######## multicycle_seq_flat ########
### The metal 1 layer, multicycle_seq_flat

The bar under the picture is 20 µm long. Supply wires on this layer in gray.
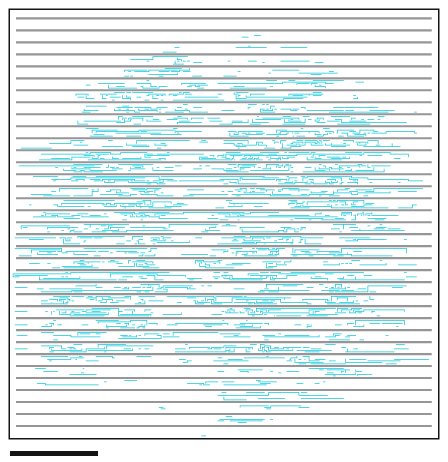

`config.mk`:
```
export PLATFORM = sky130hd
export DESIGN_NAME = multicycle_seq_flat
export DESIGN_NICKNAME = d
export VERILOG_FILES = /design/src/rtl/multicycle_seq_if.sv /design/src/rtl/multicycle_seq.sv /design/src/flat_wrapper.sv
export SDC_FILE = /design/constraint.sdc
export NUM_CORES = 1
export LEC_CHECK = 0
export ABC_AREA = 1
export CORE_UTILIZATION = 35
export CTS_BUF_LIST = sky130_fd_sc_hd__clkbuf_4
export DETAILED_ROUTE_END_ITERATION = 8
export GPL_TIMING_DRIVEN = 0
export PLACE_DENSITY = 0.69
export REMOVE_ABC_BUFFERS = 1
export SETUP_SLACK_MARGIN = 0.4
export SLEW_MARGIN = 10
export SYNTH_ARGS = -nofsm -noshare
export SYNTH_HDL_FRONTEND = slang
export SYNTH_SLANG_ARGS = --single-unit
export TNS_END_PERCENT = 50
```
`constraint.sdc`:
```
create_clock -name clk -period 1.5 [get_ports clk]
set_input_delay 0.375 -clock clk [delete_from_list [all_inputs] [get_ports clk]]
set_output_delay 0.375 -clock clk [all_outputs]
set_load 0.05 [all_outputs]
```
`src/rtl/multicycle_seq_if.sv`:
```
// Memory-side handshake bundle between the multi-cycle sequencer and the
// instruction/data memories.
interface multicycle_seq_if;
  logic imem_req;
  logic imem_ack;
  logic ir_en;
  logic dmem_req;
  logic dmem_we;
  logic dmem_ack;

  modport master (
    output imem_req,
    output ir_en,
    output dmem_req,
    output dmem_we,
    input  imem_ack,
    input  dmem_ack
  );

  modport slave (
    input  imem_req,
    input  ir_en,
    input  dmem_req,
    input  dmem_we,
    output imem_ack,
    output dmem_ack
  );
endinterface

```
`src/rtl/multicycle_seq.sv`:
```
// Multi-cycle sequencer: steps each instruction through FETCH..COMMIT and
// drives the IR-load, memory-request, regfile-write and PC-write strobes.
module multicycle_seq #(
  parameter int TIMEOUT = 16,
  parameter int CNT_W   = 32
) (
  input  logic             clk,
  input  logic             rst_n,
  input  logic             run,
  input  logic [6:0]       opcode,
  input  logic             pc_sel,
  multicycle_seq_if.master bus,
  output logic             reg_wen,
  output logic             pc_wen,
  output logic             pc_src,
  output logic             busy,
  output logic             halted,
  output logic             trap,
  output logic [1:0]       trap_cause,
  output logic [CNT_W-1:0] instret,
  output logic [2:0]       state
);

  localparam int WAIT_W = $clog2(TIMEOUT + 1);
  localparam logic [WAIT_W-1:0] WAIT_LAST = WAIT_W'(TIMEOUT - 1);

  localparam logic [6:0] OP_LW   = 7'h0D;
  localparam logic [6:0] OP_SW   = 7'h0E;
  localparam logic [6:0] OP_BRLO = 7'h0F;
  localparam logic [6:0] OP_MAX  = 7'h12;
  localparam logic [6:0] OP_HALT = 7'h7F;

  localparam logic [1:0] CAUSE_ILLEGAL = 2'b01;
  localparam logic [1:0] CAUSE_TIMEOUT = 2'b10;

  typedef enum logic [2:0] {
    S_IDLE   = 3'd0,
    S_FETCH  = 3'd1,
    S_DECODE = 3'd2,
    S_EXEC   = 3'd3,
    S_MEM    = 3'd4,
    S_WB     = 3'd5,
    S_COMMIT = 3'd6,
    S_STOP   = 3'd7
  } state_e;

  state_e            state_q, state_d;
  logic [6:0]        op_q, op_d;
  logic              taken_q, taken_d;
  logic [1:0]        cause_q, cause_d;
  logic [WAIT_W-1:0] wait_q, wait_d;
  logic [CNT_W-1:0]  instret_q, instret_d;

  function automatic logic is_branch(input logic [6:0] op);
    return (op >= OP_BRLO) && (op <= OP_MAX);
  endfunction

  function automatic logic is_mem(input logic [6:0] op);
    return (op == OP_LW) || (op == OP_SW);
  endfunction

  always_ff @(posedge clk or negedge rst_n) begin
    if (!rst_n) begin
      state_q   <= S_IDLE;
      op_q      <= '0;
      taken_q   <= 1'b0;
      cause_q   <= 2'b00;
      wait_q    <= '0;
      instret_q <= '0;
    end else begin
      state_q   <= state_d;
      op_q      <= op_d;
      taken_q   <= taken_d;
      cause_q   <= cause_d;
      wait_q    <= wait_d;
      instret_q <= instret_d;
    end
  end

  always_comb begin
    state_d   = state_q;
    op_d      = op_q;
    taken_d   = taken_q;
    cause_d   = cause_q;
    wait_d    = wait_q;
    instret_d = instret_q;
    case (state_q)
      S_IDLE: begin
        if (run) begin
          state_d = S_FETCH;
          wait_d  = '0;
        end
      end
      // An ack arriving in the limit cycle takes priority over the timeout.
      S_FETCH: begin
        if (bus.imem_ack) begin
          state_d = S_DECODE;
        end else if (wait_q == WAIT_LAST) begin
          state_d = S_STOP;
          cause_d = CAUSE_TIMEOUT;
        end else begin
          wait_d = wait_q + 1'b1;
        end
      end
      S_DECODE: begin
        op_d = opcode;
        if (opcode == OP_HALT) begin
          state_d = S_STOP;
        end else if (opcode > OP_MAX) begin
          state_d = S_STOP;
          cause_d = CAUSE_ILLEGAL;
        end else begin
          state_d = S_EXEC;
        end
      end
      S_EXEC: begin
        taken_d = is_branch(op_q) ? pc_sel : 1'b0;
        if (is_branch(op_q)) begin
          state_d = S_COMMIT;
        end else if (is_mem(op_q)) begin
          state_d = S_MEM;
          wait_d  = '0;
        end else begin
          state_d = S_WB;
        end
      end
      S_MEM: begin
        if (bus.dmem_ack) begin
          state_d = (op_q == OP_SW) ? S_COMMIT : S_WB;
        end else if (wait_q == WAIT_LAST) begin
          state_d = S_STOP;
          cause_d = CAUSE_TIMEOUT;
        end else begin
          wait_d = wait_q + 1'b1;
        end
      end
      S_WB: begin
        state_d = S_COMMIT;
      end
      S_COMMIT: begin
        instret_d = instret_q + 1'b1;
        if (run) begin
          state_d = S_FETCH;
          wait_d  = '0;
        end else begin
          state_d = S_IDLE;
        end
      end
      default: begin
        state_d = S_STOP;
      end
    endcase
  end

  // ir_en is the only output that looks at an input (the fetch ack).
  assign bus.imem_req = (state_q == S_FETCH);
  assign bus.ir_en    = (state_q == S_FETCH) && bus.imem_ack;
  assign bus.dmem_req = (state_q == S_MEM);
  assign bus.dmem_we  = (state_q == S_MEM) && (op_q == OP_SW);

  assign reg_wen    = (state_q == S_WB);
  assign pc_wen     = (state_q == S_COMMIT);
  assign pc_src     = (state_q == S_COMMIT) && taken_q;
  assign busy       = (state_q != S_IDLE) && (state_q != S_STOP);
  assign halted     = (state_q == S_STOP) && (cause_q == 2'b00);
  assign trap       = (state_q == S_STOP) && (cause_q != 2'b00);
  assign trap_cause = cause_q;
  assign instret    = instret_q;
  assign state      = state_q;

endmodule

```
`src/flat_wrapper.sv`:
```
// flat-port wrapper written by rule: the top's interface ports become plain ports
module multicycle_seq_flat 
#(
  parameter int TIMEOUT = 16,
  parameter int CNT_W   = 32
)
  (clk, rst_n, run, opcode, pc_sel, reg_wen, pc_wen, pc_src, busy, halted, trap, trap_cause, instret, state, bus_imem_req, bus_ir_en, bus_dmem_req, bus_dmem_we, bus_imem_ack, bus_dmem_ack);
  multicycle_seq_if bus_i ();
  input  logic clk;
  input  logic rst_n;
  input  logic run;
  input  logic [6:0] opcode;
  input  logic pc_sel;
  output logic reg_wen;
  output logic pc_wen;
  output logic pc_src;
  output logic busy;
  output logic halted;
  output logic trap;
  output logic [1:0] trap_cause;
  output logic [CNT_W-1:0] instret;
  output logic [2:0] state;
  output wire logic [$bits(bus_i.imem_req)-1:0] bus_imem_req;
  output wire logic [$bits(bus_i.ir_en)-1:0] bus_ir_en;
  output wire logic [$bits(bus_i.dmem_req)-1:0] bus_dmem_req;
  output wire logic [$bits(bus_i.dmem_we)-1:0] bus_dmem_we;
  input wire logic [$bits(bus_i.imem_ack)-1:0] bus_imem_ack;
  input wire logic [$bits(bus_i.dmem_ack)-1:0] bus_dmem_ack;
  assign bus_imem_req = bus_i.imem_req;
  assign bus_ir_en = bus_i.ir_en;
  assign bus_dmem_req = bus_i.dmem_req;
  assign bus_dmem_we = bus_i.dmem_we;
  assign bus_i.imem_ack = bus_imem_ack;
  assign bus_i.dmem_ack = bus_dmem_ack;
  multicycle_seq #(.TIMEOUT(TIMEOUT), .CNT_W(CNT_W)) u_core (.clk(clk), .rst_n(rst_n), .run(run), .opcode(opcode), .pc_sel(pc_sel), .bus(bus_i), .reg_wen(reg_wen), .pc_wen(pc_wen), .pc_src(pc_src), .busy(busy), .halted(halted), .trap(trap), .trap_cause(trap_cause), .instret(instret), .state(state));
endmodule
```
######## game_sequencer ########
<file path="config.mk">
export PLATFORM = sky130hd
export DESIGN_NAME = game_sequencer
export DESIGN_NICKNAME = d
export VERILOG_FILES = /design/src/rtl/game_sequencer.sv
export SDC_FILE = /design/constraint.sdc
export NUM_CORES = 1
export LEC_CHECK = 0
export CORE_UTILIZATION = 40
export DETAILED_ROUTE_END_ITERATION = 12
export DONT_BUFFER_PORTS = 1
export GPL_TIMING_DRIVEN = 0
export HOLD_SLACK_MARGIN = 0.08
export PLACE_DENSITY = 0.64
export SYNTH_ARGS = -nofsm -noshare
export SYNTH_HDL_FRONTEND = slang
export SYNTH_SLANG_ARGS = --single-unit
</file>
<file path="constraint.sdc">
create_clock -name clk -period 2.2 [get_ports clk]
set_clock_uncertainty 0.1 [all_clocks]
set_input_delay 0.66 -clock clk [delete_from_list [all_inputs] [get_ports clk]]
set_output_delay 0.66 -clock clk [all_outputs]
set_load 0.005 [all_outputs]
</file>
<file path="src/rtl/game_sequencer.sv">
// game_sequencer: round control FSM (idle, countdown, play, pause, game over) with survival timer and high score.
module game_sequencer #(
  parameter int COUNT_START = 3,
  parameter int MAX_SEC = 99
) (
  input  logic       clk,
  input  logic       rst_n,
  input  logic       tick_1hz,
  input  logic       start,
  input  logic       pause,
  input  logic       hit,
  output logic       game_rst,
  output logic       run_en,
  output logic       game_over,
  output logic [2:0] state,
  output logic [1:0] countdown,
  output logic [7:0] seconds,
  output logic [7:0] high_score
);
  localparam logic [2:0] IDLE = 3'd0;
  localparam logic [2:0] COUNTDOWN = 3'd1;
  localparam logic [2:0] PLAY = 3'd2;
  localparam logic [2:0] PAUSED = 3'd3;
  localparam logic [2:0] OVER = 3'd4;
  localparam logic [1:0] CS = 2'(COUNT_START);
  localparam logic [7:0] MS = 8'(MAX_SEC);
  logic       start_q, start_rise;
  logic [2:0] state_n;
  logic [1:0] cd_n;
  logic [7:0] sec_n, hs_n;
  assign start_rise = start & ~start_q;
  assign game_rst = (state == IDLE) | (state == COUNTDOWN);
  assign run_en = state == PLAY;
  assign game_over = state == OVER;
  always_comb begin
    state_n = state;
    cd_n = countdown;
    sec_n = seconds;
    hs_n = high_score;
    case (state)
      IDLE, OVER: if (start_rise) begin
        state_n = COUNTDOWN;
        cd_n = CS;
        sec_n = 8'd0;
      end
      COUNTDOWN: if (tick_1hz) begin
        cd_n = (countdown > 2'd1) ? countdown - 2'd1 : 2'd0;
        state_n = (countdown > 2'd1) ? COUNTDOWN : PLAY;
      end
      PLAY: if (hit) begin
        // score compares the pre-increment value; the tick is dropped on a hit
        state_n = OVER;
        hs_n = (seconds > high_score) ? seconds : high_score;
      end else begin
        sec_n = (tick_1hz && seconds < MS) ? seconds + 8'd1 : seconds;
        state_n = pause ? PAUSED : PLAY;
      end
      PAUSED: state_n = (start_rise && pause) ? IDLE : (pause ? PAUSED : PLAY);
      default: state_n = IDLE;
    endcase
  end
  always_ff @(posedge clk or negedge rst_n)
    if (!rst_n) begin
      state <= IDLE;
      countdown <= 2'd0;
      seconds <= 8'd0;
      high_score <= 8'd0;
      start_q <= 1'b0;
    end else begin
      state <= state_n;
      countdown <= cd_n;
      seconds <= sec_n;
      high_score <= hs_n;
      start_q <= start;
    end
endmodule

</file>

==> screenshots <==
Routing congestion map.
picture 1
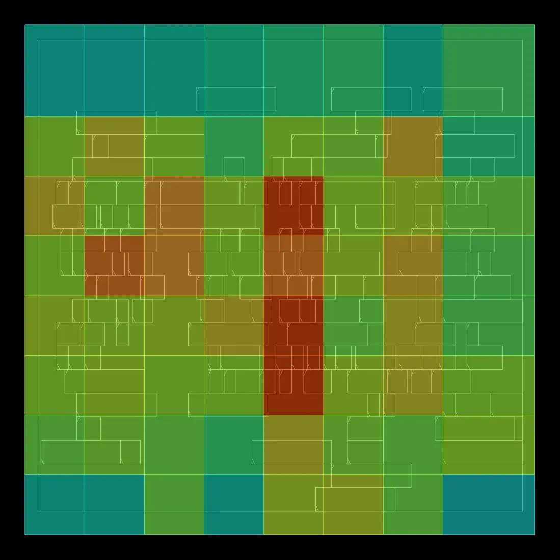
picture 2
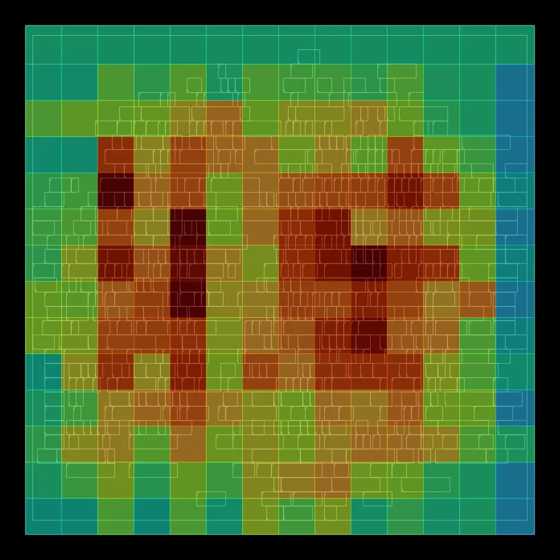
- multicycle_seq_flat = picture 2
- game_sequencer = picture 1
- highest utilization: picture 2

### Signal wires on met4, multicycle_seq_flat

Supply wires on this layer in gray.
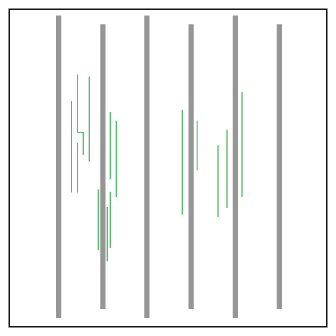
share of all routed wire: 3.1%
main direction: vertical
nets with wire on the layer: 13
final wirelength: 10200 µm
total vias in the final route: 3618

Notes on 'The metal 1 layer' of multicycle_seq_flat above:
main direction: horizontal
wire length on this layer: 4120 µm
met1 track demand over resource: 23.0%

==> design notes, multicycle_seq_flat <==
The share of synthesized cell area in full adder, half adder and majority cells came out at 1.19%. The final worst setup slack came out at -396 ps. The most numerous cell type found on the critical path is sky130_fd_sc_hd__nor2_4. The script extracted a total leakage power of 2.46 nW. The tools report the end of the worst register-to-register path as u_core.instret[17]. The run gives 0 as the number of warnings reported in the yosys synthesis log. The cell area that synthesis handed to floorplanning was 0.00317 mm². The run gives 331 ps for the actual transition at the worst max-transition pin. The run finished, with violations left.

The checks that failed: negative setup slack. The run gives 0.00943 mm² as the area enclosed by the die boundary. The largest fanout of any net on the critical path was 7. Among all stages on the critical path, the maximum delay recorded is 520 ps. For this run, the final setup violation count is recorded as 59. Per the synth stats, the proportion of register bits with asynchronous set or reset is 100%. Relative to the synthesized area, the layout overhead comes to 63.2%. The cell area after layout is 0.00516 mm², and the detailed-route wire length per cell is 14.1 µm.

The dominant delay contributor by cell family on the critical path is flip-flops. The run gives 0 for the count of final max-slew check failures. The tools report the nature of the critical path startpoint as a flip-flop.

In the Yosys report the total cell count is 473. Measured in cells, the most critical reg-to-reg path has a length of 8. The synthesized chip area reported by yosys came out at 0.00317 mm². For reference, the critical path is launched at u_core.state[0]. Pin placement for this block handled 60 I/O pins. According to the hold report, the worst path is of the in2async type.

After synthesis, the largest area contributor takes up 39.5% of total cell area. In this run the VDD rail shows a maximum IR drop of 1490 µV. After the last flow step, the layout net total stands at 633. Per the repair_timing log after CTS, setup buffers inserted total 54.
-- multicycle_seq_flat: layout make-up --
class / instances / area [µm²] / share of cell area, %
tap: 108 / 135 / 2.62
inverter: 51 / 216 / 4.19
clock buffer: 6 / 45.0 / 0.872
clock inverter: 2 / 8.76 / 0.170
timing repair buffer: 144 / 1480 / 28.6
multi-input combinational: 365 / 2010 / 39.0
sequential: 50 / 1270 / 24.6
-- multicycle_seq_flat: per-layer routing --
| metal | up-vias | wire length (µm) |
|---|---|---|
| met2 | 138 | 5310 |
| met1 | 1699 | 4120 |
| met5 | - | 0 |
| li1 | 1751 | - |
| met3 | 30 | 480 |
| met4 | 0 | 314 |
-- multicycle_seq_flat: report_power, final --
group	internal, mW	switching, mW
clock network	0.196	0.461
registers	1.65	0.402
logic	2.14	2.73
-- multicycle_seq_flat: cell usage in the layout (no fill, tap or decap), drive strengths merged, types with 6 or more instances in the layout --
| cell type | n |
|---|---|
| nand2 | 194 |
| nor2 | 82 |
| xor2 | 12 |
| clkbuf | 8 |
| inv | 48 |
| buf | 130 |
| dfrtp | 50 |
| o21ai | 9 |
| nand4 | 10 |
| nand3 | 37 |
| xnor2 | 6 |
| clkdlybuf4s50 | 11 |
### The metal 2 layer, game_sequencer

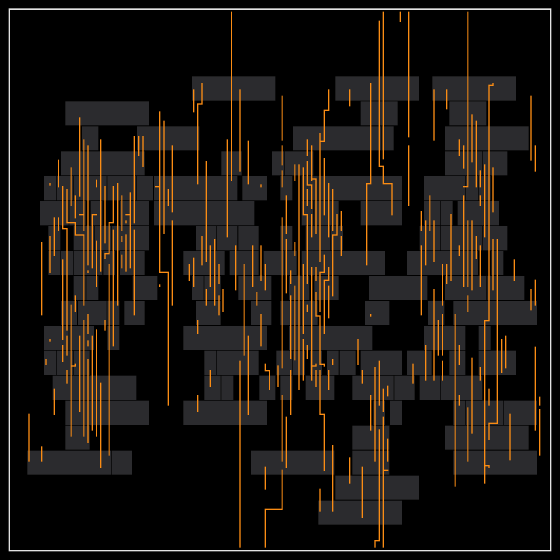
longest straight run: 25.7 µm
main direction: vertical
final wirelength: 2580 µm
fraction of met2 tracks used by global routing: 30.0%

==> design notes, game_sequencer <==
The flow ran to the end, and the final reports show no timing, DRC or antenna violations. In this run the horizontal extent of the chip is 58.9 µm. The detailed router finished its first iteration with 24 violations. The run gives 0.487 mW as the switching power summed over all nets. The tools report the end of the worst register-to-register path as high_score[2]. In this run the maximum-capacitance check reported violations numbering 0. In the Yosys stats the netlist draws on 37 distinct library cells. In this run the most used layer during global routing was met2. The finished layout reports a core utilization of 47.2%.

The instance area after placement is 0.00135 mm². TritonCTS built the clock tree. For this run the detailed placement stage logged an HPWL of 1940 µm. The tools report the antenna violation net count after detailed routing as 0. The number of warnings reported in the stage logs is 26. The tools report the number of warnings reported in the yosys synthesis log as 0. In the synthesized netlist the async set-or-reset flop fraction comes to 100%.

For the number of well-tap cells placed, the log shows 44. The report puts the cell count of the worst reg-to-reg path at 7. The repair_antennas step left the layout with diodes totalling 0. The group drawing the most power was registers.

H-tree level count: 1. The biggest slice of the area belongs to logic gates. From the final report, the count of setup violators was given as 0. CTS added clock buffers totalling 3. Along the worst path, the maximum fanout reaches 6.

The worst path needs 2110 ps of the cycle, external delays included. Number of top-level pins: 30. The worst setup path startpoint is seconds[1].

The final design was reported to hold multi-input combinational gates totalling 94. The slowest stage of the critical path is the sky130_fd_sc_hd__dfrtp_1 cell. The skew report gives the latency at the later pin of the worst-skew pair as 320 ps. The run gives 0 ps as the setup TNS. Total global-route track usage over all layers is 17.1%.
game_sequencer: logic make-up after synthesis:
| family | after synthesis | share of synthesized area, % |
|---|---|---|
| multiplexers | 8 | 6.96 |
| AND/OR/NAND/NOR | 42 | 16.7 |
| flip-flops | 22 | 42.6 |
| AND-OR/OR-AND | 35 | 21.1 |
| buffers and inverters | 13 | 3.97 |
| adder cells (fa/ha/maj) | 9 | 8.70 |
game_sequencer: registers in the layout, indices dropped and copies added, names as in the netlist:
name / cells
high_score: 8
seconds: 8
state: 3
countdown: 2
start_q: 1
game_sequencer: timing repair:
| action | in CTS | in global routing |
|---|---|---|
| hold buffers | 1 | 0 |
| setup endpoints to repair | 8 | 9 |
| endpoints found under the hold margin | 22 | 0 |
| resized | 0 | 4 |
| buffers inserted | 2 | 0 |
| pin swaps | 1 | 0 |
game_sequencer: worst max path at each step:
stage                    end  slack (ps)  cells after the start
2_1_floorplan  high_score[0]         170                      6
3_3_place_gp   high_score[7]         -20                      6
3_5_place_dp   high_score[2]         -40                      6
4_1_cts            game_over          40                      3
5_1_grt        high_score[2]           6                      7
6_report       high_score[2]          90                      7


==> layout pictures side by side <==
Met3 routing.
(a)
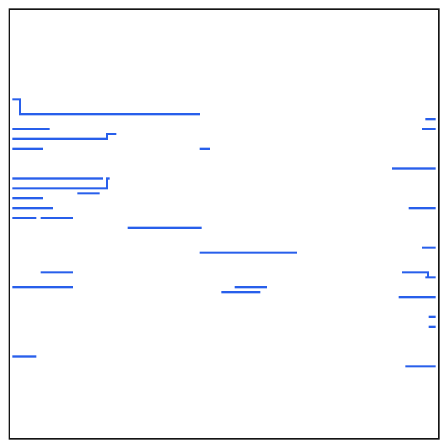
(b)
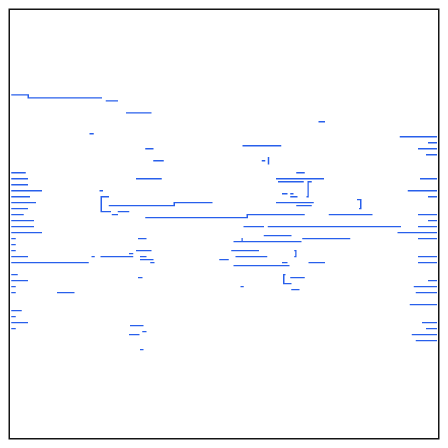
(a) -> game_sequencer
(b) -> multicycle_seq_flat

Power is estimated from default activity; no workload was simulated.
